# ---- block 1 ----
Fig. 1: block 1, pin placement
Pins as bars across the die edge, other pins in grey.
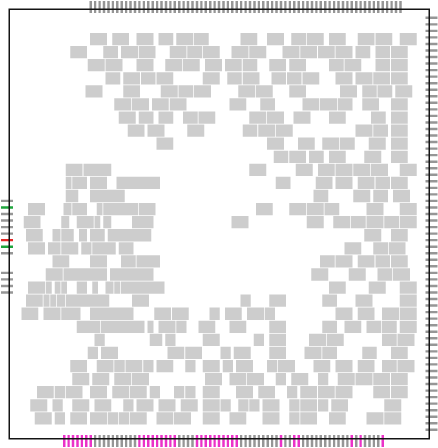

**config.mk**
```make
export PLATFORM = sky130hd
export DESIGN_NAME = ram_port_arbiter_flat
export DESIGN_NICKNAME = d
export VERILOG_FILES = /design/src/rtl/ram_port_arbiter_pkg.sv /design/src/rtl/ram_port_arbiter_if.sv /design/src/rtl/ram_port_arbiter_rr_picker.sv /design/src/rtl/ram_port_arbiter.sv /design/src/flat_wrapper.sv
export SDC_FILE = /design/constraint.sdc
export NUM_CORES = 1
export LEC_CHECK = 0
export ABC_CLOCK_PERIOD_IN_PS = 4200
export CAP_MARGIN = 25
export CORE_AREA = 2 2 85 87
export DETAILED_ROUTE_END_ITERATION = 12
export DIE_AREA = 0 0 87 89
export PLACE_DENSITY = 0.72
export SYNTH_ARGS = -nofsm -noshare
export SYNTH_HDL_FRONTEND = slang
export SYNTH_SLANG_ARGS = --single-unit
```
**constraint.sdc**
```tcl
create_clock -name clk -period 4.2 [get_ports clk]
set_input_delay 0.84 -clock clk [delete_from_list [all_inputs] [get_ports clk]]
set_output_delay 0.84 -clock clk [all_outputs]
set_load 0.02 [all_outputs]
```
**src/rtl/ram_port_arbiter_pkg.sv**
```systemverilog
// Shared definitions for the frame-RAM port A arbiter: default sizes,
// arbiter FSM state type and an index-width helper.
package ram_port_arbiter_pkg;

    localparam int NUM_REQ_DEF   = 2;
    localparam int ADDR_SIZE_DEF = 16;
    localparam int DATA_SIZE_DEF = 32;
    localparam int MAX_BURST_DEF = 4;

    typedef enum logic {
        IDLE = 1'b0,
        OWN  = 1'b1
    } arb_state_t;

    // Width needed to hold an index 0..n-1 (at least one bit).
    function automatic int idx_width(input int n);
        return (n > 1) ? $clog2(n) : 1;
    endfunction

endpackage

```
**src/rtl/ram_port_arbiter_if.sv**
```systemverilog
// Requester-side bus of the port A arbiter: per-requester valid/ready
// request handshake plus per-requester read-response pulses on a shared
// read-data bus.
interface ram_port_arbiter_if
    import ram_port_arbiter_pkg::*;
#(
    parameter int NUM_REQ   = NUM_REQ_DEF,
    parameter int ADDR_SIZE = ADDR_SIZE_DEF,
    parameter int DATA_SIZE = DATA_SIZE_DEF
);

    logic [NUM_REQ-1:0]                req_valid;
    logic [NUM_REQ-1:0]                req_ready;
    logic [NUM_REQ-1:0]                req_we;
    logic [NUM_REQ-1:0][ADDR_SIZE-1:0] req_addr;
    logic [NUM_REQ-1:0][DATA_SIZE-1:0] req_wdata;
    logic [NUM_REQ-1:0]                rsp_valid;
    logic [DATA_SIZE-1:0]              rsp_rdata;

    // Requester side
    modport master (
        output req_valid,
        output req_we,
        output req_addr,
        output req_wdata,
        input  req_ready,
        input  rsp_valid,
        input  rsp_rdata
    );

    // Arbiter side
    modport slave (
        input  req_valid,
        input  req_we,
        input  req_addr,
        input  req_wdata,
        output req_ready,
        output rsp_valid,
        output rsp_rdata
    );

endinterface

```
**src/rtl/ram_port_arbiter_rr_picker.sv**
```systemverilog
// Combinational round-robin picker: finds the first set bit of 'valid'
// starting at index 'start' and wrapping around. Rotates the vector so that
// 'start' lands at bit 0, priority-encodes the lowest set bit, then adds the
// start index back modulo NUM_REQ.
module ram_port_arbiter_rr_picker
    import ram_port_arbiter_pkg::*;
#(
    parameter int NUM_REQ = NUM_REQ_DEF,
    parameter int IDX_W   = idx_width(NUM_REQ_DEF)
) (
    input  logic [NUM_REQ-1:0] valid,
    input  logic [IDX_W-1:0]   start,
    output logic               found,
    output logic [IDX_W-1:0]   winner
);

    localparam logic [IDX_W:0] NUM_L = (IDX_W + 1)'(NUM_REQ);

    logic [2*NUM_REQ-1:0] dbl_s;
    logic [NUM_REQ-1:0]   rot_s;
    logic [IDX_W-1:0]     off_s;
    logic [IDX_W:0]       sum_s;

    // Rotate, priority-encode the lowest set bit, un-rotate modulo NUM_REQ.
    always_comb begin
        dbl_s = {valid, valid};
        rot_s = NUM_REQ'(dbl_s >> start);
        off_s = '0;
        for (int k = NUM_REQ - 1; k >= 0; k--) begin
            off_s = rot_s[k] ? IDX_W'(k) : off_s;
        end
        found  = |rot_s;
        sum_s  = {1'b0, start} + {1'b0, off_s};
        winner = (sum_s >= NUM_L) ? IDX_W'(sum_s - NUM_L) : sum_s[IDX_W-1:0];
    end

endmodule

```
**src/rtl/ram_port_arbiter.sv**
```systemverilog
// Port A arbiter for the dual-port frame RAM. Requesters compete for port A
// through a round-robin grant with bounded bursts: an owner keeps the port
// for up to MAX_BURST consecutive accepts, after which the grant rotates
// without a bubble. The RAM is driven combinationally in the accept cycle;
// read data returns one cycle later on the shared response bus.
module ram_port_arbiter
    import ram_port_arbiter_pkg::*;
#(
    parameter int NUM_REQ   = NUM_REQ_DEF,
    parameter int ADDR_SIZE = ADDR_SIZE_DEF,
    parameter int DATA_SIZE = DATA_SIZE_DEF,
    parameter int MAX_BURST = MAX_BURST_DEF
) (
    input  logic                 clk,
    input  logic                 nrst,
    input  logic                 arb_en,
    ram_port_arbiter_if.slave    req_bus,
    output logic [ADDR_SIZE-1:0] ram_addr_A,
    output logic [DATA_SIZE-1:0] ram_data_in_A,
    output logic                 ram_w_e_A,
    output logic                 ram_r_e_A,
    input  logic [DATA_SIZE-1:0] ram_data_out_A
);

    localparam int IDX_W = idx_width(NUM_REQ);
    localparam int BW    = $clog2(MAX_BURST + 1);

    localparam logic [IDX_W-1:0] LAST_IDX = IDX_W'(NUM_REQ - 1);
    localparam logic [BW-1:0]    MAX_L    = BW'(MAX_BURST);
    localparam logic [BW-1:0]    ONE_L    = BW'(1);

    arb_state_t         state_r, state_nxt_s;
    logic [IDX_W-1:0]   owner_r, owner_nxt_s;
    logic [IDX_W-1:0]   rr_ptr_r, rr_ptr_nxt_s;
    logic [BW-1:0]      burst_cnt_r, burst_cnt_nxt_s;
    logic [NUM_REQ-1:0] rsp_valid_r;

    logic               arb_ok_s;
    logic [IDX_W-1:0]   pick_start_s;
    logic               pick_found_s;
    logic [IDX_W-1:0]   pick_winner_s;
    logic               xfer_s;
    logic [IDX_W-1:0]   sel_s;
    logic               sel_we_s;
    logic [NUM_REQ-1:0] grant_s;

    // Next index modulo NUM_REQ.
    function automatic logic [IDX_W-1:0] wrap_inc(input logic [IDX_W-1:0] idx);
        logic [IDX_W-1:0] res;
        if (idx == LAST_IDX) begin
            res = '0;
        end else begin
            res = idx + IDX_W'(1);
        end
        return res;
    endfunction

    // No accepts while reset is asserted, so port A stays quiet during reset.
    assign arb_ok_s = arb_en & nrst;

    // In IDLE the search starts at rr_ptr; while owning it starts just past
    // the owner so the owner itself is considered last.
    assign pick_start_s = (state_r == OWN) ? wrap_inc(owner_r) : rr_ptr_r;

    ram_port_arbiter_rr_picker #(
        .NUM_REQ (NUM_REQ),
        .IDX_W   (IDX_W)
    ) u_picker (
        .valid  (req_bus.req_valid),
        .start  (pick_start_s),
        .found  (pick_found_s),
        .winner (pick_winner_s)
    );

    // Arbitration FSM: decides the accept for this cycle and the next owner state.
    always_comb begin
        state_nxt_s     = state_r;
        owner_nxt_s     = owner_r;
        rr_ptr_nxt_s    = rr_ptr_r;
        burst_cnt_nxt_s = burst_cnt_r;
        xfer_s          = 1'b0;
        sel_s           = owner_r;
        case (state_r)
            IDLE: begin
                if (arb_ok_s && pick_found_s) begin
                    xfer_s          = 1'b1;
                    sel_s           = pick_winner_s;
                    owner_nxt_s     = pick_winner_s;
                    burst_cnt_nxt_s = ONE_L;
                    rr_ptr_nxt_s    = wrap_inc(pick_winner_s);
                    state_nxt_s     = OWN;
                end else begin
                    state_nxt_s     = IDLE;
                end
            end
            OWN: begin
                if (arb_ok_s && req_bus.req_valid[owner_r] && (burst_cnt_r < MAX_L)) begin
                    xfer_s          = 1'b1;
                    sel_s           = owner_r;
                    burst_cnt_nxt_s = burst_cnt_r + ONE_L;
                    state_nxt_s     = OWN;
                end else if (arb_ok_s && pick_found_s) begin
                    // Rotate in the same cycle; may land on the owner again.
                    xfer_s          = 1'b1;
                    sel_s           = pick_winner_s;
                    owner_nxt_s     = pick_winner_s;
                    burst_cnt_nxt_s = ONE_L;
                    rr_ptr_nxt_s    = wrap_inc(pick_winner_s);
                    state_nxt_s     = OWN;
                end else begin
                    state_nxt_s     = IDLE;
                end
            end
            default: begin
                state_nxt_s = IDLE;
            end
        endcase
    end

    // One-hot grant vector from the selected requester.
    always_comb begin
        grant_s = '0;
        for (int i = 0; i < NUM_REQ; i++) begin
            grant_s[i] = xfer_s & (sel_s == IDX_W'(i));
        end
    end

    assign sel_we_s = req_bus.req_we[sel_s];

    // Request mux onto RAM port A; everything is zero when nothing transfers.
    always_comb begin
        ram_addr_A    = '0;
        ram_data_in_A = '0;
        ram_w_e_A     = 1'b0;
        ram_r_e_A     = 1'b0;
        if (xfer_s) begin
            ram_addr_A    = req_bus.req_addr[sel_s];
            ram_data_in_A = req_bus.req_wdata[sel_s];
            ram_w_e_A     = sel_we_s;
            ram_r_e_A     = ~sel_we_s;
        end else begin
            ram_addr_A    = '0;
            ram_data_in_A = '0;
            ram_w_e_A     = 1'b0;
            ram_r_e_A     = 1'b0;
        end
    end

    // FSM state and ownership bookkeeping registers.
    always_ff @(posedge clk or negedge nrst) begin
        if (!nrst) begin
            state_r     <= IDLE;
            owner_r     <= '0;
            rr_ptr_r    <= '0;
            burst_cnt_r <= '0;
        end else begin
            state_r     <= state_nxt_s;
            owner_r     <= owner_nxt_s;
            rr_ptr_r    <= rr_ptr_nxt_s;
            burst_cnt_r <= burst_cnt_nxt_s;
        end
    end

    // Response register: a read accepted now is answered next cycle.
    always_ff @(posedge clk or negedge nrst) begin
        if (!nrst) begin
            rsp_valid_r <= '0;
        end else if (xfer_s && !sel_we_s) begin
            rsp_valid_r <= grant_s;
        end else begin
            rsp_valid_r <= '0;
        end
    end

    assign req_bus.req_ready = grant_s;
    assign req_bus.rsp_valid = rsp_valid_r;
    // RAM output is already registered; gate it so the bus is idle between responses.
    assign req_bus.rsp_rdata = (|rsp_valid_r) ? ram_data_out_A : '0;

endmodule

```
**src/flat_wrapper.sv**
```systemverilog
// flat-port wrapper written by rule: the top's interface ports become plain ports
module ram_port_arbiter_flat import ram_port_arbiter_pkg::*;
#(
    parameter int NUM_REQ   = NUM_REQ_DEF,
    parameter int ADDR_SIZE = ADDR_SIZE_DEF,
    parameter int DATA_SIZE = DATA_SIZE_DEF,
    parameter int MAX_BURST = MAX_BURST_DEF
)
  (clk, nrst, arb_en, ram_addr_A, ram_data_in_A, ram_w_e_A, ram_r_e_A, ram_data_out_A, req_bus_req_valid, req_bus_req_we, req_bus_req_addr, req_bus_req_wdata, req_bus_req_ready, req_bus_rsp_valid, req_bus_rsp_rdata);
  ram_port_arbiter_if #(.NUM_REQ(NUM_REQ), .ADDR_SIZE(ADDR_SIZE), .DATA_SIZE(DATA_SIZE)) req_bus_i ();
  input  logic clk;
  input  logic nrst;
  input  logic arb_en;
  output logic [ADDR_SIZE-1:0] ram_addr_A;
  output logic [DATA_SIZE-1:0] ram_data_in_A;
  output logic ram_w_e_A;
  output logic ram_r_e_A;
  input  logic [DATA_SIZE-1:0] ram_data_out_A;
  input wire logic [$bits(req_bus_i.req_valid)-1:0] req_bus_req_valid;
  input wire logic [$bits(req_bus_i.req_we)-1:0] req_bus_req_we;
  input wire logic [$bits(req_bus_i.req_addr)-1:0] req_bus_req_addr;
  input wire logic [$bits(req_bus_i.req_wdata)-1:0] req_bus_req_wdata;
  output wire logic [$bits(req_bus_i.req_ready)-1:0] req_bus_req_ready;
  output wire logic [$bits(req_bus_i.rsp_valid)-1:0] req_bus_rsp_valid;
  output wire logic [$bits(req_bus_i.rsp_rdata)-1:0] req_bus_rsp_rdata;
  assign req_bus_i.req_valid = req_bus_req_valid;
  assign req_bus_i.req_we = req_bus_req_we;
  assign req_bus_i.req_addr = req_bus_req_addr;
  assign req_bus_i.req_wdata = req_bus_req_wdata;
  assign req_bus_req_ready = req_bus_i.req_ready;
  assign req_bus_rsp_valid = req_bus_i.rsp_valid;
  assign req_bus_rsp_rdata = req_bus_i.rsp_rdata;
  ram_port_arbiter #(.NUM_REQ(NUM_REQ), .ADDR_SIZE(ADDR_SIZE), .DATA_SIZE(DATA_SIZE), .MAX_BURST(MAX_BURST)) u_core (.clk(clk), .nrst(nrst), .arb_en(arb_en), .req_bus(req_bus_i), .ram_addr_A(ram_addr_A), .ram_data_in_A(ram_data_in_A), .ram_w_e_A(ram_w_e_A), .ram_r_e_A(ram_r_e_A), .ram_data_out_A(ram_data_out_A));
endmodule
```
# ---- block 2 ----
### config.mk
export PLATFORM = sky130hd
export DESIGN_NAME = wrr_pkt_arbiter
export DESIGN_NICKNAME = d
export VERILOG_FILES = /design/src/rtl/rnoc_arb_pkg.sv /design/src/rtl/rr_prio_pick.sv /design/src/rtl/wrr_pkt_arbiter.sv
export SDC_FILE = /design/constraint.sdc
export NUM_CORES = 1
export LEC_CHECK = 0
export CORE_ASPECT_RATIO = 0.7
export CORE_MARGIN = 2
export CORE_UTILIZATION = 40
export CTS_CLUSTER_DIAMETER = 50
export CTS_CLUSTER_SIZE = 25
export DETAILED_ROUTE_END_ITERATION = 6
export PLACE_DENSITY = 0.65
export RECOVER_POWER = 100
export SYNTH_ARGS = -nofsm -noshare
export SYNTH_HDL_FRONTEND = slang
export SYNTH_SLANG_ARGS = --single-unit
### constraint.sdc
create_clock -name clk -period 8.35 [get_ports clk]
set_clock_uncertainty 0.1 [all_clocks]
set_input_delay 2.0875 -clock clk [delete_from_list [all_inputs] [get_ports clk]]
set_output_delay 2.0875 -clock clk [all_outputs]
set_load 0.03 [all_outputs]
### src/rtl/rnoc_arb_pkg.sv
// Shared types and helpers for the NoC arbitration blocks.
//   arb_state_e : packet-lock state of an output-port arbiter
//   idx_w(n)    : width of an index into n requesters (at least 1 bit)
package rnoc_arb_pkg;

    typedef enum logic {
        ARB_IDLE   = 1'b0,
        ARB_LOCKED = 1'b1
    } arb_state_e;

    function automatic int idx_w(input int n);
        return (n > 1) ? $clog2(n) : 1;
    endfunction

endpackage

### src/rtl/rr_prio_pick.sv
// Rotating-priority picker (purely combinational).
// Scans req_i starting at start_i and wrapping modulo N; the first set bit
// wins. start_i itself has the highest priority.
//   req_i   [N]     : request vector
//   start_i [IDX_W] : index with highest priority (must be < N)
//   grant_o [N]     : one-hot grant, all-zero when no request
//   idx_o   [IDX_W] : index of the granted bit, 0 when none
//   valid_o         : any request granted
module rr_prio_pick
    import rnoc_arb_pkg::*;
#(
    parameter int N = 5,
    localparam int IDX_W = idx_w(N)
) (
    input  logic [N-1:0]     req_i,
    input  logic [IDX_W-1:0] start_i,
    output logic [N-1:0]     grant_o,
    output logic [IDX_W-1:0] idx_o,
    output logic             valid_o
);

    int   k;
    logic found;

    always_comb begin
        grant_o = '0;
        idx_o   = '0;
        found   = 1'b0;
        k       = 0;
        for (int i = 0; i < N; i++) begin
            k = int'(start_i) + i;
            if (k >= N) begin
                k = k - N;
            end
            if (!found && req_i[k]) begin
                found      = 1'b1;
                grant_o[k] = 1'b1;
                idx_o      = IDX_W'(k);
            end
        end
        valid_o = found;
    end

endmodule

### src/rtl/wrr_pkt_arbiter.sv
// Weighted round-robin output-port arbiter with packet locking.
// A winner keeps the grant until its tail flit transfers. Each requester may
// complete up to weight[i] consecutive packets (0 counts as 1) while it holds
// priority before the pointer rotates past it.
//
// Handshake: a flit transfers on a cycle where grant_valid and out_ready are
// both high (xfer). The grant is combinational from registered state and is
// presented regardless of out_ready; state only advances on xfer (or on the
// optional lock timeout).
//
// Optional build macro ARB_LOCK_TIMEOUT_EN: adds lock_err and an idle counter
// that forcibly releases a lock whose owner has stopped requesting for
// LOCK_TIMEOUT cycles.
//
// Ports:
//   clk, rst     : clock, asynchronous active-high reset
//   req [N]      : per-requester flit valid
//   tail [N]     : per-requester "current flit is a tail"
//   weight [N*W] : static weights, field i = weight[i*W_BITS +: W_BITS]
//   out_ready    : downstream accepts a flit
//   grant [N]    : one-hot grant
//   grant_idx    : granted index (0 when none)
//   grant_valid  : |grant
//   locked       : held by an in-progress packet (the FSM state)
//   lock_err     : one-cycle pulse on forced unlock (ARB_LOCK_TIMEOUT_EN only)
module wrr_pkt_arbiter
    import rnoc_arb_pkg::*;
#(
    parameter int N            = 5,
    parameter int W_BITS       = 3,
    parameter int LOCK_TIMEOUT = 16,
    localparam int IDX_W = idx_w(N)
) (
    input  logic                clk,
    input  logic                rst,
    input  logic [N-1:0]        req,
    input  logic [N-1:0]        tail,
    input  logic [N*W_BITS-1:0] weight,
    input  logic                out_ready,
    output logic [N-1:0]        grant,
    output logic [IDX_W-1:0]    grant_idx,
    output logic                grant_valid,
    output logic                locked
`ifdef ARB_LOCK_TIMEOUT_EN
    ,
    output logic                lock_err
`endif
);

    arb_state_e        st_q, st_d;
    logic [IDX_W-1:0]  owner_q, owner_d;
    logic [IDX_W-1:0]  ptr_q, ptr_d;
    logic [W_BITS-1:0] cnt_q, cnt_d;

    logic [N-1:0]      pick_grant;
    logic [IDX_W-1:0]  pick_idx;
    logic              pick_valid;

    logic              xfer;
    logic              win_tail;
    logic              owner_req;
    logic [W_BITS:0]   n_done;
    logic [W_BITS:0]   eff_w;
    logic [W_BITS-1:0] w_field;

    function automatic logic [IDX_W-1:0] inc_mod(input logic [IDX_W-1:0] v);
        if (int'(v) >= N - 1) begin
            return '0;
        end
        return v + IDX_W'(1);
    endfunction

    rr_prio_pick #(
        .N(N)
    ) u_pick (
        .req_i   (req),
        .start_i (ptr_q),
        .grant_o (pick_grant),
        .idx_o   (pick_idx),
        .valid_o (pick_valid)
    );

    assign owner_req = req[owner_q];

    // Grant path: free search while idle, owner-only while locked.
    always_comb begin
        grant     = '0;
        grant_idx = '0;
        if (st_q == ARB_LOCKED) begin
            if (owner_req) begin
                grant[owner_q] = 1'b1;
                grant_idx      = owner_q;
            end
        end else if (pick_valid) begin
            grant     = pick_grant;
            grant_idx = pick_idx;
        end
    end

    assign grant_valid = |grant;
    assign locked      = (st_q == ARB_LOCKED);
    assign xfer        = grant_valid & out_ready;
    assign win_tail    = tail[grant_idx];

    // Packet-completion bookkeeping. The count only continues when the same
    // requester that holds priority completes again; anyone else restarts
    // at 1. One extra bit keeps cnt+1 from wrapping.
    always_comb begin
        w_field = weight[int'(grant_idx)*W_BITS +: W_BITS];
        eff_w   = (w_field == '0) ? (W_BITS+1)'(1) : {1'b0, w_field};
        if (grant_idx == ptr_q) begin
            n_done = {1'b0, cnt_q} + (W_BITS+1)'(1);
        end else begin
            n_done = (W_BITS+1)'(1);
        end
    end

`ifdef ARB_LOCK_TIMEOUT_EN
    localparam int TMO_W = $clog2(LOCK_TIMEOUT + 1);
    logic [TMO_W-1:0] tmo_q, tmo_d;
    logic             lock_err_q, lock_err_d;
    assign lock_err = lock_err_q;
`endif

    always_comb begin
        st_d    = st_q;
        owner_d = owner_q;
        ptr_d   = ptr_q;
        cnt_d   = cnt_q;
`ifdef ARB_LOCK_TIMEOUT_EN
        tmo_d      = '0;
        lock_err_d = 1'b0;
`endif
        if (xfer) begin
            if (win_tail) begin
                st_d = ARB_IDLE;
                if (n_done >= eff_w) begin
                    ptr_d = inc_mod(grant_idx);
                    cnt_d = '0;
                end else begin
                    ptr_d = grant_idx;
                    cnt_d = n_done[W_BITS-1:0];
                end
            end else if (st_q == ARB_IDLE) begin
                st_d    = ARB_LOCKED;
                owner_d = grant_idx;
            end
        end
`ifdef ARB_LOCK_TIMEOUT_EN
        // An idle owner cannot transfer, so this never races with xfer.
        if (st_q == ARB_LOCKED && !owner_req) begin
            if (int'(tmo_q) + 1 >= LOCK_TIMEOUT) begin
                st_d       = ARB_IDLE;
                ptr_d      = inc_mod(owner_q);
                cnt_d      = '0;
                lock_err_d = 1'b1;
                tmo_d      = '0;
            end else begin
                tmo_d = tmo_q + TMO_W'(1);
            end
        end
`endif
    end

    always_ff @(posedge clk or posedge rst) begin
        if (rst) begin
            st_q    <= ARB_IDLE;
            owner_q <= '0;
            ptr_q   <= '0;
            cnt_q   <= '0;
        end else begin
            st_q    <= st_d;
            owner_q <= owner_d;
            ptr_q   <= ptr_d;
            cnt_q   <= cnt_d;
        end
    end

`ifdef ARB_LOCK_TIMEOUT_EN
    always_ff @(posedge clk or posedge rst) begin
        if (rst) begin
            tmo_q      <= '0;
            lock_err_q <= 1'b0;
        end else begin
            tmo_q      <= tmo_d;
            lock_err_q <= lock_err_d;
        end
    end
`endif

endmodule
# ---- block 3 ----
File: src/rtl/interface_transmit_deb_unit.sv
// Debug-unit transmit serializer: pops one FIFO word and feeds it to a UART
// transmitter one byte at a time, least-significant byte first.
module interface_transmit_deb_unit #(
  parameter int SINGLE_DATA_WIDTH = 8,
  parameter int FULL_DATA_WIDTH   = 32
) (
  input  logic                         i_clk,
  input  logic                         i_reset,
  input  logic                         i_fifo_empty,
  input  logic [FULL_DATA_WIDTH-1:0]   i_data,
  output logic                         o_fifo_rd,
  output logic [SINGLE_DATA_WIDTH-1:0] o_data,
  output logic                         o_tx_start,
  input  logic                         i_tx_done,
  output logic                         o_busy,
  output logic                         o_word_done
);

  localparam int NBYTES = FULL_DATA_WIDTH / SINGLE_DATA_WIDTH;
  localparam int IDX_W  = (NBYTES > 1) ? $clog2(NBYTES) : 1;
  localparam logic [IDX_W-1:0] LAST_IDX = IDX_W'(NBYTES - 1);
  localparam logic [IDX_W-1:0] IDX_ONE  = IDX_W'(1);

  localparam logic [1:0] ST_IDLE      = 2'd0;
  localparam logic [1:0] ST_SEND      = 2'd1;
  localparam logic [1:0] ST_WAIT_DONE = 2'd2;

  logic [1:0]                   state_q,     state_d;
  logic [FULL_DATA_WIDTH-1:0]   word_q,      word_d;
  logic [IDX_W-1:0]             idx_q,       idx_d;
  logic [SINGLE_DATA_WIDTH-1:0] data_q,      data_d;
  logic                         tx_start_q,  tx_start_d;
  logic                         fifo_rd_q,   fifo_rd_d;
  logic                         busy_q,      busy_d;
  logic                         word_done_q, word_done_d;

  // Next-state logic; strobes default low so each lasts exactly one cycle.
  always_comb begin
    state_d     = state_q;
    word_d      = word_q;
    idx_d       = idx_q;
    data_d      = data_q;
    tx_start_d  = 1'b0;
    fifo_rd_d   = 1'b0;
    word_done_d = 1'b0;
    case (state_q)
      ST_IDLE: begin
        if (!i_fifo_empty) begin
          word_d    = i_data;
          idx_d     = {IDX_W{1'b0}};
          fifo_rd_d = 1'b1;
          state_d   = ST_SEND;
        end else begin
          state_d   = ST_IDLE;
        end
      end
      ST_SEND: begin
        data_d     = word_q[int'(idx_q)*SINGLE_DATA_WIDTH +: SINGLE_DATA_WIDTH];
        tx_start_d = 1'b1;
        state_d    = ST_WAIT_DONE;
      end
      ST_WAIT_DONE: begin
        // The last byte returns to IDLE, which forces a bubble between words.
        if (i_tx_done) begin
          if (idx_q == LAST_IDX) begin
            word_done_d = 1'b1;
            idx_d       = {IDX_W{1'b0}};
            state_d     = ST_IDLE;
          end else begin
            idx_d       = idx_q + IDX_ONE;
            state_d     = ST_SEND;
          end
        end else begin
          state_d = ST_WAIT_DONE;
        end
      end
      default: begin
        idx_d   = {IDX_W{1'b0}};
        state_d = ST_IDLE;
      end
    endcase
    busy_d = (state_d != ST_IDLE);
  end

  // State and output registers with synchronous reset.
  always_ff @(posedge i_clk) begin
    if (i_reset) begin
      state_q     <= ST_IDLE;
      word_q      <= {FULL_DATA_WIDTH{1'b0}};
      idx_q       <= {IDX_W{1'b0}};
      data_q      <= {SINGLE_DATA_WIDTH{1'b0}};
      tx_start_q  <= 1'b0;
      fifo_rd_q   <= 1'b0;
      busy_q      <= 1'b0;
      word_done_q <= 1'b0;
    end else begin
      state_q     <= state_d;
      word_q      <= word_d;
      idx_q       <= idx_d;
      data_q      <= data_d;
      tx_start_q  <= tx_start_d;
      fifo_rd_q   <= fifo_rd_d;
      busy_q      <= busy_d;
      word_done_q <= word_done_d;
    end
  end

  assign o_fifo_rd   = fifo_rd_q;
  assign o_data      = data_q;
  assign o_tx_start  = tx_start_q;
  assign o_busy      = busy_q;
  assign o_word_done = word_done_q;

endmodule

File: config.mk
export PLATFORM = sky130hd
export DESIGN_NAME = interface_transmit_deb_unit
export DESIGN_NICKNAME = d
export VERILOG_FILES = /design/src/rtl/interface_transmit_deb_unit.sv
export SDC_FILE = /design/constraint.sdc
export NUM_CORES = 1
export LEC_CHECK = 0
export ABC_AREA = 1
export ABC_CLOCK_PERIOD_IN_PS = 1000
export CAP_MARGIN = 0
export CELL_PAD_IN_SITES_DETAIL_PLACEMENT = 0
export CELL_PAD_IN_SITES_GLOBAL_PLACEMENT = 2
export CORE_ASPECT_RATIO = 2
export CORE_MARGIN = 3
export CORE_UTILIZATION = 26
export CTS_BUF_LIST = sky130_fd_sc_hd__clkbuf_2 sky130_fd_sc_hd__clkbuf_4 sky130_fd_sc_hd__clkbuf_8
export DETAILED_ROUTE_END_ITERATION = 12
export PLACE_DENSITY = 0.78
export SLEW_MARGIN = 20
export SYNTH_ARGS = -nofsm -noshare
export SYNTH_HDL_FRONTEND = slang
export SYNTH_SLANG_ARGS = --single-unit
File: constraint.sdc
create_clock -name i_clk -period 1 [get_ports i_clk]
set_input_delay 0.1 -clock i_clk [delete_from_list [all_inputs] [get_ports i_clk]]
set_output_delay 0.1 -clock i_clk [all_outputs]
set_load 0.03 [all_outputs]
# ---- block 4 ----
**src/rtl/string_uart_tx_pkg.sv**
```systemverilog
// Shared constants for the string UART transmitter: ASCII codes, frame size
// and the 2-bit serializer state encoding.
package string_uart_tx_pkg;

   localparam logic [7:0] ASCII_CR    = 8'h0D;
   localparam logic [7:0] ASCII_LF    = 8'h0A;
   localparam logic [7:0] ASCII_SPACE = 8'h20;

   localparam int UART_FRAME_BITS = 10;

   localparam logic [1:0] ST_IDLE  = 2'd0;
   localparam logic [1:0] ST_START = 2'd1;
   localparam logic [1:0] ST_DATA  = 2'd2;
   localparam logic [1:0] ST_STOP  = 2'd3;

endpackage

```
**src/rtl/uart_tx_byte.sv**
```systemverilog
// Single 8N1 frame serializer. It accepts a new byte while idle or on the last
// cycle of a stop bit, so a producer can chain frames with no idle gap.
module uart_tx_byte
   import string_uart_tx_pkg::*;
#(
   parameter int CLKS_PER_BIT = 10417
) (
   input  logic       clk,
   input  logic       rst,
   input  logic [7:0] data,
   input  logic       valid,
   output logic       ready,
   output logic       tx
);

   localparam int BW = (CLKS_PER_BIT > 1) ? $clog2(CLKS_PER_BIT) : 1;
   localparam logic [BW-1:0] BAUD_MAX = BW'(CLKS_PER_BIT - 1);
   localparam int DATA_BITS = UART_FRAME_BITS - 2;
   localparam logic [2:0] LAST_BIT = 3'(DATA_BITS - 1);

   logic [1:0]    state;
   logic [BW-1:0] baud_cnt;
   logic [2:0]    bit_cnt;
   logic [7:0]    shift;
   logic          bit_end;
   logic          frame_end;

   assign bit_end   = (baud_cnt == BAUD_MAX);
   assign frame_end = (state == ST_STOP) && bit_end;
   assign ready     = (state == ST_IDLE) || frame_end;

   always_ff @(posedge clk or posedge rst) begin
      if (rst) begin
         state    <= ST_IDLE;
         baud_cnt <= '0;
         bit_cnt  <= '0;
         shift    <= '0;
         tx       <= 1'b1;
      end else if (valid && ready) begin
         // Start bit goes out on the same edge the byte is taken.
         state    <= ST_START;
         baud_cnt <= '0;
         bit_cnt  <= '0;
         shift    <= data;
         tx       <= 1'b0;
      end else if (state != ST_IDLE) begin
         baud_cnt <= bit_end ? '0 : baud_cnt + 1'b1;
         if (bit_end) begin
            case (state)
               ST_START: begin
                  state <= ST_DATA;
                  tx    <= shift[0];
               end
               ST_DATA: begin
                  if (bit_cnt == LAST_BIT) begin
                     state   <= ST_STOP;
                     bit_cnt <= '0;
                     tx      <= 1'b1;
                  end else begin
                     bit_cnt <= bit_cnt + 1'b1;
                     shift   <= shift >> 1;
                     tx      <= shift[1];
                  end
               end
               default: begin
                  state <= ST_IDLE;
                  tx    <= 1'b1;
               end
            endcase
         end
      end
   end

endmodule

```
**src/rtl/string_uart_tx.sv**
```systemverilog
// Sends a latched fixed-width ASCII string (leftmost char first) as
// back-to-back 8N1 frames, optionally followed by CR LF.
module string_uart_tx
   import string_uart_tx_pkg::*;
#(
   parameter int NUM_CHARS    = 3,
   parameter int CLKS_PER_BIT = 10417,
   parameter int APPEND_CRLF  = 1
) (
   input  logic                   clk,
   input  logic                   rst,
   input  logic [8*NUM_CHARS-1:0] str,
   input  logic                   start,
   output logic                   busy,
   output logic                   done,
   output logic                   tx
);

   localparam int TOTAL = NUM_CHARS + 2 * APPEND_CRLF;
   localparam int IW    = $clog2(NUM_CHARS + 3);
   localparam logic [IW-1:0] LAST_IDX = IW'(TOTAL - 1);

   logic [8*NUM_CHARS-1:0] str_q;
   logic [IW-1:0]          idx;
   logic [IW-1:0]          idx_nxt;
   logic [7:0]             byte_data;
   logic                   byte_valid;
   logic                   byte_ready;
   logic                   accept;
   logic                   frame_end;

   // Indices past the string map onto the CR LF trailer.
   function automatic logic [7:0] char_at(input logic [8*NUM_CHARS-1:0] s,
                                          input logic [IW-1:0] i);
      char_at = ASCII_LF;
      if (i == IW'(NUM_CHARS))
         char_at = ASCII_CR;
      for (int k = 0; k < NUM_CHARS; k++)
         if (i == IW'(k))
            char_at = s[8*(NUM_CHARS-1-k) +: 8];
   endfunction

   assign accept    = !busy && start;
   assign frame_end = busy && byte_ready;
   assign idx_nxt   = idx + 1'b1;

   // First char comes straight from str so the start bit leaves on the accept
   // edge; later chars are fed from the latch at each stop-bit end.
   always_comb begin
      byte_valid = accept;
      byte_data  = char_at(str, '0);
      if (busy) begin
         byte_valid = (idx != LAST_IDX);
         byte_data  = char_at(str_q, idx_nxt);
      end
   end

   always_ff @(posedge clk or posedge rst) begin
      if (rst) begin
         busy  <= 1'b0;
         done  <= 1'b0;
         idx   <= '0;
         str_q <= '0;
      end else begin
         done <= 1'b0;
         if (accept) begin
            busy  <= 1'b1;
            idx   <= '0;
            str_q <= str;
         end else if (frame_end) begin
            if (idx == LAST_IDX) begin
               busy <= 1'b0;
               done <= 1'b1;
            end else begin
               idx <= idx_nxt;
            end
         end
      end
   end

   uart_tx_byte #(
      .CLKS_PER_BIT(CLKS_PER_BIT)
   ) u_byte (
      .clk  (clk),
      .rst  (rst),
      .data (byte_data),
      .valid(byte_valid),
      .ready(byte_ready),
      .tx   (tx)
   );

endmodule

```
**config.mk**
```make
export PLATFORM = sky130hd
export DESIGN_NAME = string_uart_tx
export DESIGN_NICKNAME = d
export VERILOG_FILES = /design/src/rtl/string_uart_tx_pkg.sv /design/src/rtl/uart_tx_byte.sv /design/src/rtl/string_uart_tx.sv
export SDC_FILE = /design/constraint.sdc
export NUM_CORES = 1
export LEC_CHECK = 0
export CAP_MARGIN = 15
export CORE_ASPECT_RATIO = 1.5
export CORE_MARGIN = 4
export CORE_UTILIZATION = 25
export DETAILED_ROUTE_END_ITERATION = 16
export GPL_TIMING_DRIVEN = 0
export PLACE_DENSITY = 0.46
export REMOVE_ABC_BUFFERS = 1
export SLEW_MARGIN = 0
export SYNTH_ARGS = -nofsm -noshare
export SYNTH_HDL_FRONTEND = slang
export SYNTH_SLANG_ARGS = --single-unit
```
**constraint.sdc**
```tcl
create_clock -name clk -period 7 [get_ports clk]
set_clock_uncertainty 0.2 [all_clocks]
set_input_delay 1.4 -clock clk [delete_from_list [all_inputs] [get_ports clk]]
set_output_delay 1.4 -clock clk [all_outputs]
set_load 0.05 [all_outputs]
```
Fig. 2: block 3, signal wires by layer
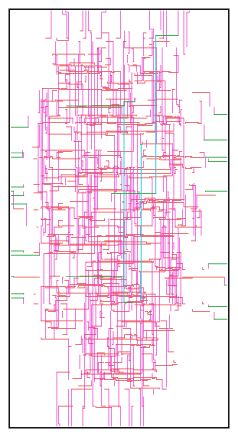
| layer | colour | wire length |
|---|---|---|
| M3 | green | 161 um |
| M2 | magenta | 3650 um |
| M1 | red | 2290 um |
| M4 | cyan | 162 um |

Fig. 3: block 3, cell classes on the final placement
Fill, decap, tap and diode cells in grey.
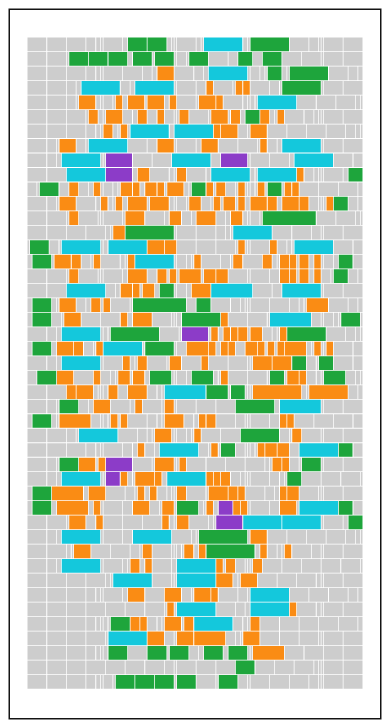
| class | colour | cells | share of their area |
|---|---|---|---|
| remaining logic cells | orange | 225 | 42% |
| registers | cyan | 48 | 29% |
| remaining buffers and delay cells | green | 74 | 26% |
| clock drivers and dummy loads | purple | 8 | 2.9% |

==> impl_metrics.csv, block 3 <==
group,metric,value,unit
timing,setup_ws,-138,ps
flow_run,cap_violations,0,
timing,finalSetupViolCount,43,
layout,nMultiInputCombCells,165,
synthesis,synth_top_area_share,0.459,
worst_setup_path,cp.arrival,1340,ps
synthesis,syn_inst,289,
worst_setup_path,crit_type,"reg2reg",
worst_setup_path,crit_start,"state_q[0]",
drt,wire_per_inst,13.9,um
worst_hold_path,worstHoldEndpoint,"o_word_done",
synthesis,yosysCellCount,289,
timing,hold_viol_final,0,
drt,drt_iter0_drc,39,
synthesis,top_area_cell,"dfxtp_1",
worst_setup_path,r2r_start,"state_q[0]",
grt,busiest_layer,"met2",
worst_setup_path,setup.worst_path.end_class,"flop",
clocking,path_clk_slew,90,ps
run_status,status,"finished with violations",
layout,instances_no_fill,449,
grt,grt_use_met2,0.261,
timing,timing.setup.tns,-4220,ps
grt,overflow,0,
layout,comb_area,1140,um2
synthesis,ys_chip_area,2090,um2
run_status,violations,"setup timing",
synthesis,synth_cell_type_count,21,
synthesis,synthAdderAreaFrac,0.00597,
floorplan,num_rows,45,
block 3: placed cells by master (no fill, tap or decap), drive strengths merged:
master | synthesis | final
clkbuf | 4 | 12
o21ai | 40 | 40
buf | 13 | 35
a21oi | 42 | 42
dfxtp | 48 | 48
nor2 | 11 | 11
clkdlybuf4s50 | 0 | 35
nand2 | 49 | 49
ha | 1 | 1
inv | 59 | 60
nand4 | 2 | 2
nand3 | 20 | 20
block 3: timing repair:
| action | CTS | global route |
|---|---|---|
| cloned | 4 | 4 |
| setup endpoints to repair | 45 | 45 |
| resized | 68 | 60 |
| pin swaps | 26 | 18 |
| buffers inserted | 1 | 2 |
block 3: metal layers:
metal / vias up / wire length [um]
met1: 929 / 2290
met2: 30 / 3650
met3: 8 / 160
met5: - / 0
met4: 0 / 161
li1: 1037 / -
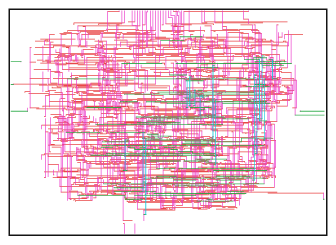
Fig. 4. Signal wires by layer (block 2).
| layer | colour | wire length |
|---|---|---|
| M1 | red | 5600 um |
| M4 | cyan | 278 um |
| M2 | magenta | 4320 um |
| M3 | green | 1220 um |
final WL: 11400 um
Vias: 3666

==> impl_metrics.csv, block 2 <==
group,metric,value,unit
worst_setup_path,start_kind,"input port",
worst_setup_path,r2r_cells,21,
synthesis,ff_type,"dfrtp_1",
synthesis,synthAdderAreaFrac,0.105,
run_status,status,"complete, no violations",
synthesis,syn_area_per_cell,7.59,um2
clocking,numCtsBuffers,3,
synthesis,synthXorXnorAreaFrac,0.0342,
floorplan,fp-utilization,0.415,
timing,finalHoldWorstSlack,465,ps
layout,fin_util,0.472,
clocking,max-clock-path-buffers,2,
drt,ant_nets,0,
clocking,cts_resized,0,
placement,dp.cells,553,
clocking,path_clk_slew,40,ps
layout,nClkBuffers,4,
worst_setup_path,crit_type,"in2out",
timing,rsz0062_at_grt,"no",
clocking,cts-root-buf,"clkbuf_16",
timing,maxSlewViolCount,0,
flow_run,cap_violations,0,
synthesis,ys_chip_area,3290,um2
grt,grt_antenna_before_repair,0,
==> block 2: per-layer routing <==
metal	vias to the layer above	wire length, um	track usage
met4	0	277	0.0573
met2	193	4320	0.334
met1	1740	5600	0.384
li1	1697	-	-
met5	-	0	0
met3	36	1220	0.0759
==> block 2: how the worst min path moves through the flow <==
stage | slack [ps] | start | cells after the start | to
floorplan | 400 | cnt_q[1] | 1 | cnt_q[1]
global placement | 430 | cnt_q[1] | 1 | cnt_q[1]
detailed placement | 450 | cnt_q[1] | 1 | cnt_q[1]
CTS | 460 | cnt_q[1] | 1 | cnt_q[1]
global route | 500 | cnt_q[1] | 1 | cnt_q[1]
finish | 460 | cnt_q[1] | 1 | cnt_q[1]
==> block 2: worst max-delay path: stages <==
cell and delay, ps:
clkdlybuf4s50_1 620, nand2b_1 240, a2111oi_0 410, a211oi_1 100, o2111ai_1 730, o21ai_0 250, a211o_1 380, a31o_1 250
inv_1 140, dlygate4sd3_1 770
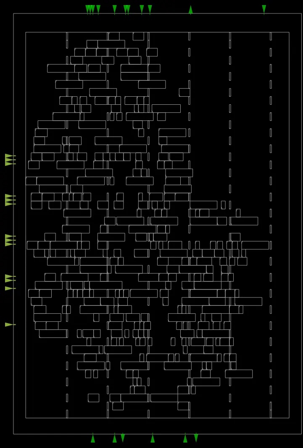
Fig. 5. Cell placement (block 4).
flop count: 57
Core Util, Final: 0.322
Fillers: 1235
# rows: 48
Post-Layout Cell Count: 473

==> impl_metrics.csv, block 4 <==
group,metric,value,unit
worst_setup_path,crit_type,"in2reg",
drt,ant_nets,0,
grt,grt_antenna_before_repair,0,
layout,nonClkBufAreaFrac,0.0896,
synthesis,ff_type,"dfrtp_1",
run_status,status,"complete, no violations",
clocking,path_clk_slew,50,ps
drt,via_count,2258,
clocking,clock_latency,330,ps
synthesis,common_cells,"dfrtp_1, nor2_1, mux2_2, nand2_1, o21ai_0",
worst_setup_path,cp.required,7010,ps
drt,wl_met3,157,um
synthesis,synth_cell_type_count,52,
layout,lay_top_count,"dfrtp_1",
worst_setup_path,r2r_cells,6,
synthesis,async_flop_share,1.00,
floorplan,core-area,11700,um2
layout,final_cell_mix,"dfrtp_1, clkdlybuf4s50_1, nor2_1",
synthesis,ys_chip_area,3010,um2
synthesis,syn_area_per_cell,10.3,um2
layout,seq_area_frac,0.380,
timing,hold_viol_final,0,
drt,wire_per_inst,14.5,um
clocking,htree_num_levels,3,
synthesis,synth_top_area_share,0.466,
clocking,clock-sinks,57,
drt,via_per_inst,4.77,
## block 4: logic make-up (layout without fill, tap and decap cells)
family / count (synthesis) / count (layout) / share of synthesized area
muxes: 24 / 24 / 0.0890
DFF: 57 / 57 / 0.475
and+or+nand+nor: 99 / 99 / 0.177
AOI/OAI and AO/OA: 57 / 57 / 0.128
adders and majority gates: 13 / 13 / 0.0541
xor gates and xnor gates: 12 / 12 / 0.0349
buffers and inverters: 29 / 61 / 0.0424
## block 4: worst max path at each step
stage	slack (ps)	cells after the start	to	from
final	3550	5	u_byte.shift[1]	start
after global routing	3410	5	u_byte.shift[1]	start
after CTS	3160	6	u_byte.bit_cnt[2]	start
after detailed placement	2820	6	u_byte.bit_cnt[2]	start
after global placement	2700	4	str_q[6]	start
after floorplan	3780	3	str_q[0]	start
## block 4: metrics by stage
stage                     area [um2]   util  instances
after floorplan                 2930      -        276
after global placement          3410  0.293        455
after detailed placement        3450  0.296        457
after CTS                       3740  0.321        472
after global routing            3760  0.322        473
final                           3760  0.322        473
Fig. 6: block 1, signal wires by layer
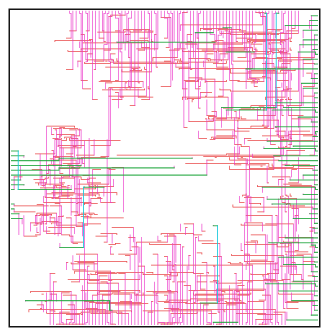
| layer | colour | wire length |
|---|---|---|
| M2 | magenta | 3750 um |
| M1 | red | 2770 um |
| M4 | cyan | 103 um |
| M3 | green | 705 um |
Vias: 1941
final WL: 7330 um

Fig. 7: block 1, cell placement
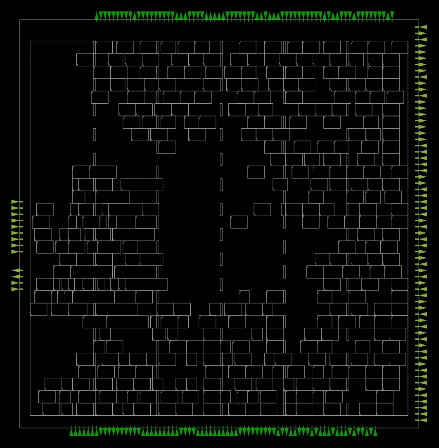
# rows: 30
Post-Layout Cell Count: 433
Well Taps: 80
flop count: 8

Notes on Fig. 1 above:
| port | colour | pins | direction | edge |
|---|---|---|---|---|
| `req_bus_req_valid` | green | 2 | input | left |
| `arb_en` | red | 1 | input | left |
| `ram_data_out_A` | magenta | 32 | input | bottom |
width of the die: 87 um
buffers added on ports: 220
chip height: 89 um

==> impl_metrics.csv, block 1 <==
group,metric,value,unit
synthesis,yosysCellCount,139,
synthesis,edf_count,0,
drt,wl_met3,704,um
worst_setup_path,crit_fanout,49,
layout,nMultiInputCombCells,114,
layout,nonClkBufAreaFrac,0.649,
grt,use_met3,0.0600,
run_status,status,"complete, no violations",
timing,min_period,3780,ps
worst_setup_path,crit_type,"in2out",
placement,dp.cells,429,
grt,grt_antenna_before_repair,2,
layout,fillers,627,
layout,ff_latch_area,200,um2
-- block 1: placed cells by master (no fill, tap or decap) --
cell type	n
nor3_1	1
o21a_1	1
nand4b_1	1
buf_12	2
a211o_1	1
o211ai_1	1
diode_2	1
nor2b_1	32
xor2_1	1
clkdlybuf4s50_1	220
o21ai_0	1
inv_1	3
o21ba_2	1
mux2_2	1
a21oi_4	1
nor4bb_1	1
nand3_1	3
dfrtp_1	8
a21oi_1	2
ha_1	1
nand2_1	3
mux2i_1	4
clkbuf_8	3
and2_1	1
buf_4	2
nor2_1	5
a31oi_1	1
nor3_2	1
a22o_1	50
-- block 1: worst paths after layout --
check	endpoint	slack [ps]	depth (start not counted)
max	ram_data_in_A[21]	420	7
min	u_core.burst_cnt_r[0]	490	1
max reg2reg	u_core.req_bus.rsp_valid[1]	2920	4
min reg2reg	u_core.burst_cnt_r[0]	490	1
max in group asynchronous	u_core.req_bus.rsp_valid[1]	3100	2
min in group asynchronous	u_core.burst_cnt_r[2]	960	2

==> gallery <==
Routed clock nets over the placement.
Bar = 20 um.
(a)
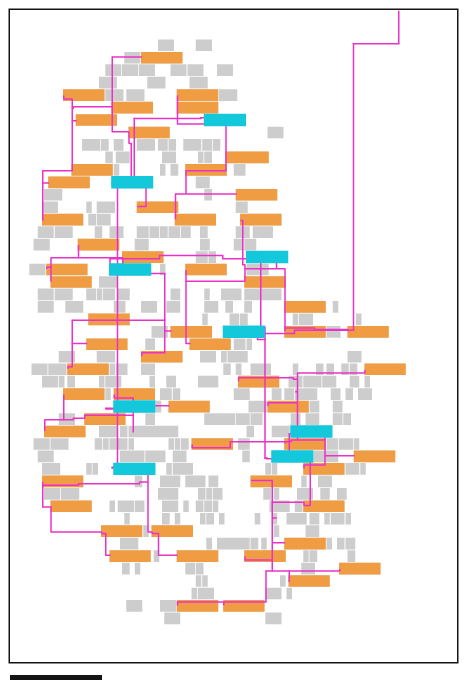
(b)
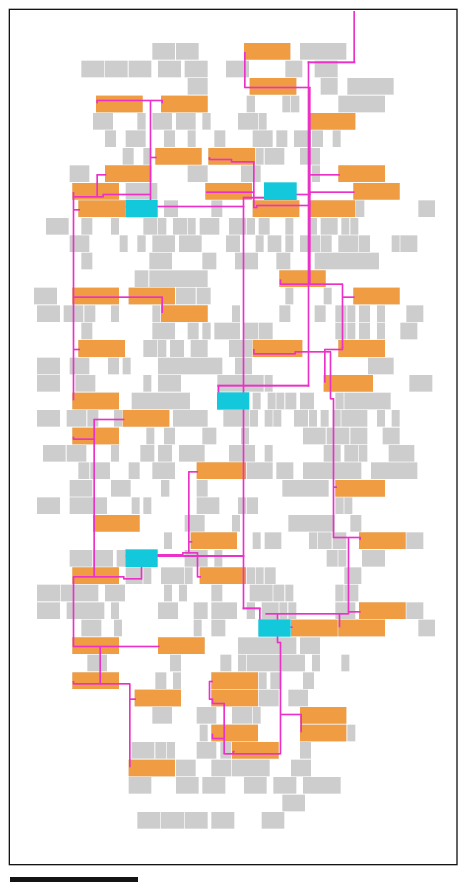
(c)
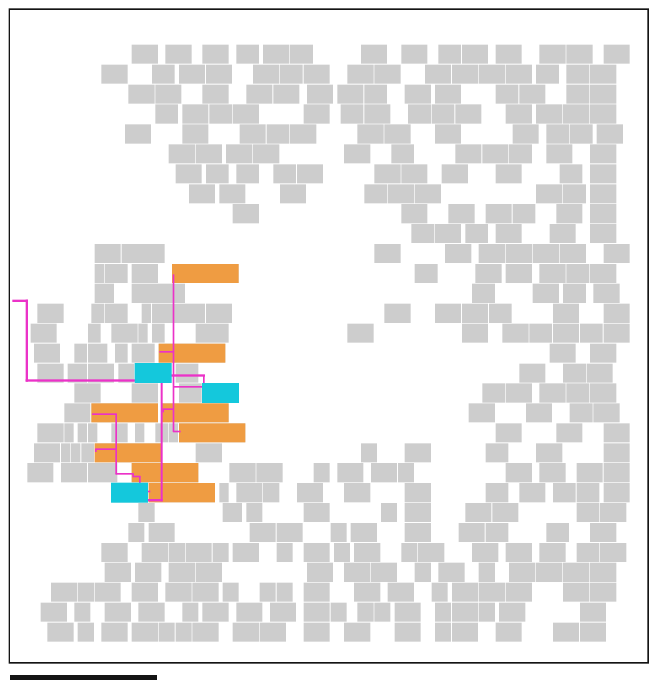
(d)
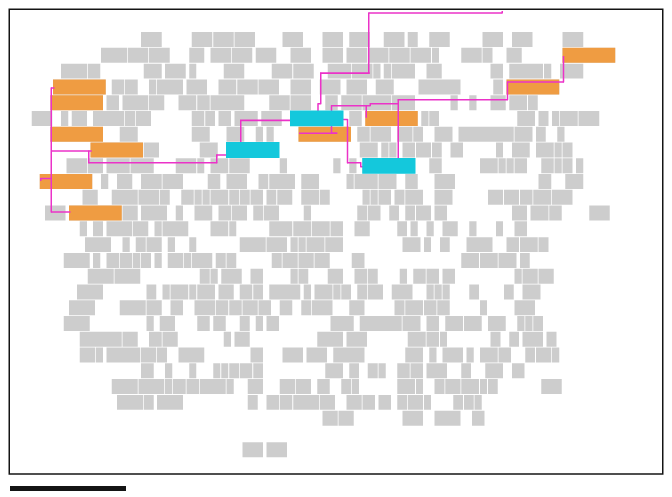
For block 4, see (a).
For block 3, see (b).
For block 1, see (c).
For block 2, see (d).

Key to (d):
[clock wires] magenta | length: 231 um
[flip-flops] orange | count: 10
[clock-net drivers] cyan | count: 3
routed clock nets: 4



==> notes/layouts.md <==
Pictures saved along the way, in no particular order.

Cell classes on the final placement.
Fill, decap, tap and diode cells in grey.
Plate I
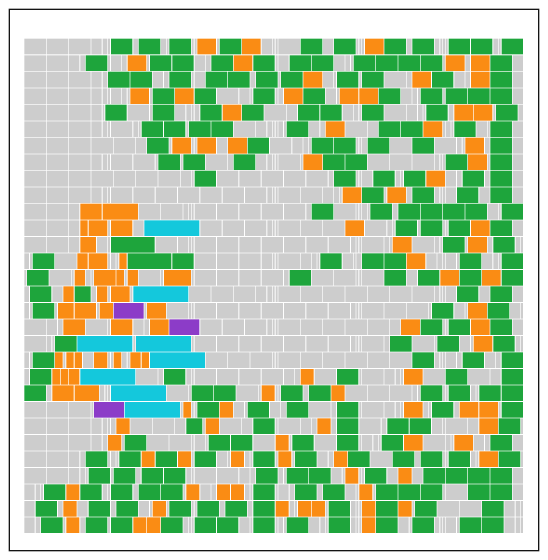
Plate II
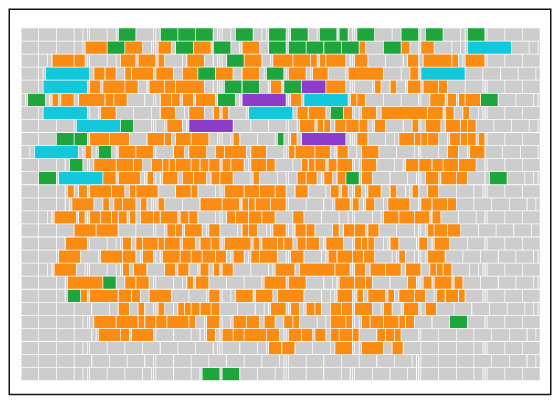
Plate III
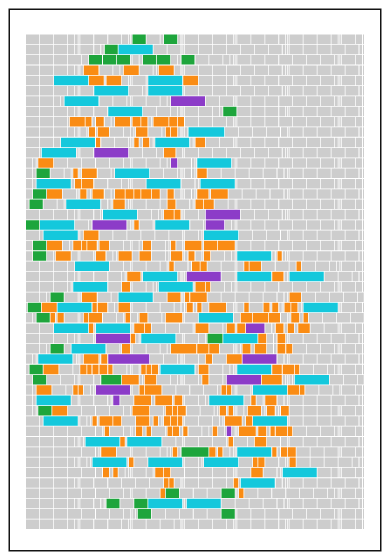
For block 2, see Plate II.
For block 4, see Plate III.
For block 1, see Plate I.

Key to Plate II:
| class | colour | cells | share of their area |
|---|---|---|---|
| registers | cyan | 10 | 6.9% |
| remaining logic cells | orange | 396 | 79% |
| clock drivers and dummy loads | purple | 4 | 2.5% |
| remaining buffers and delay cells | green | 46 | 12% |


==> notes/layouts.md <==
Pictures saved along the way, in no particular order.

Pin placement.
Pins as bars across the die edge, other pins in grey.
image #1
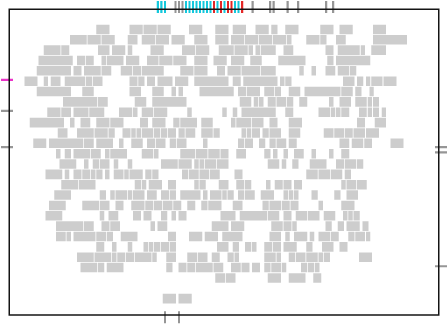
image #2
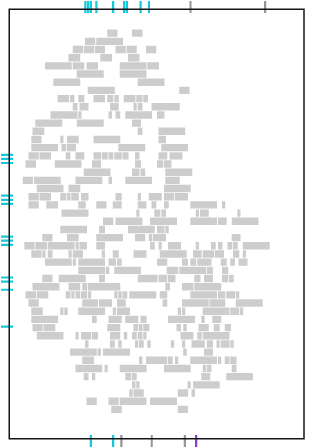
image #3
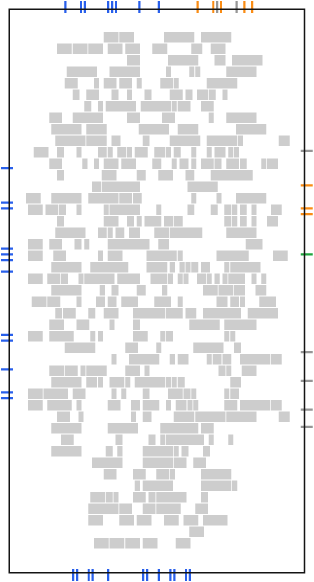
- image #3 = block 3
- image #2 = block 4
- image #1 = block 2

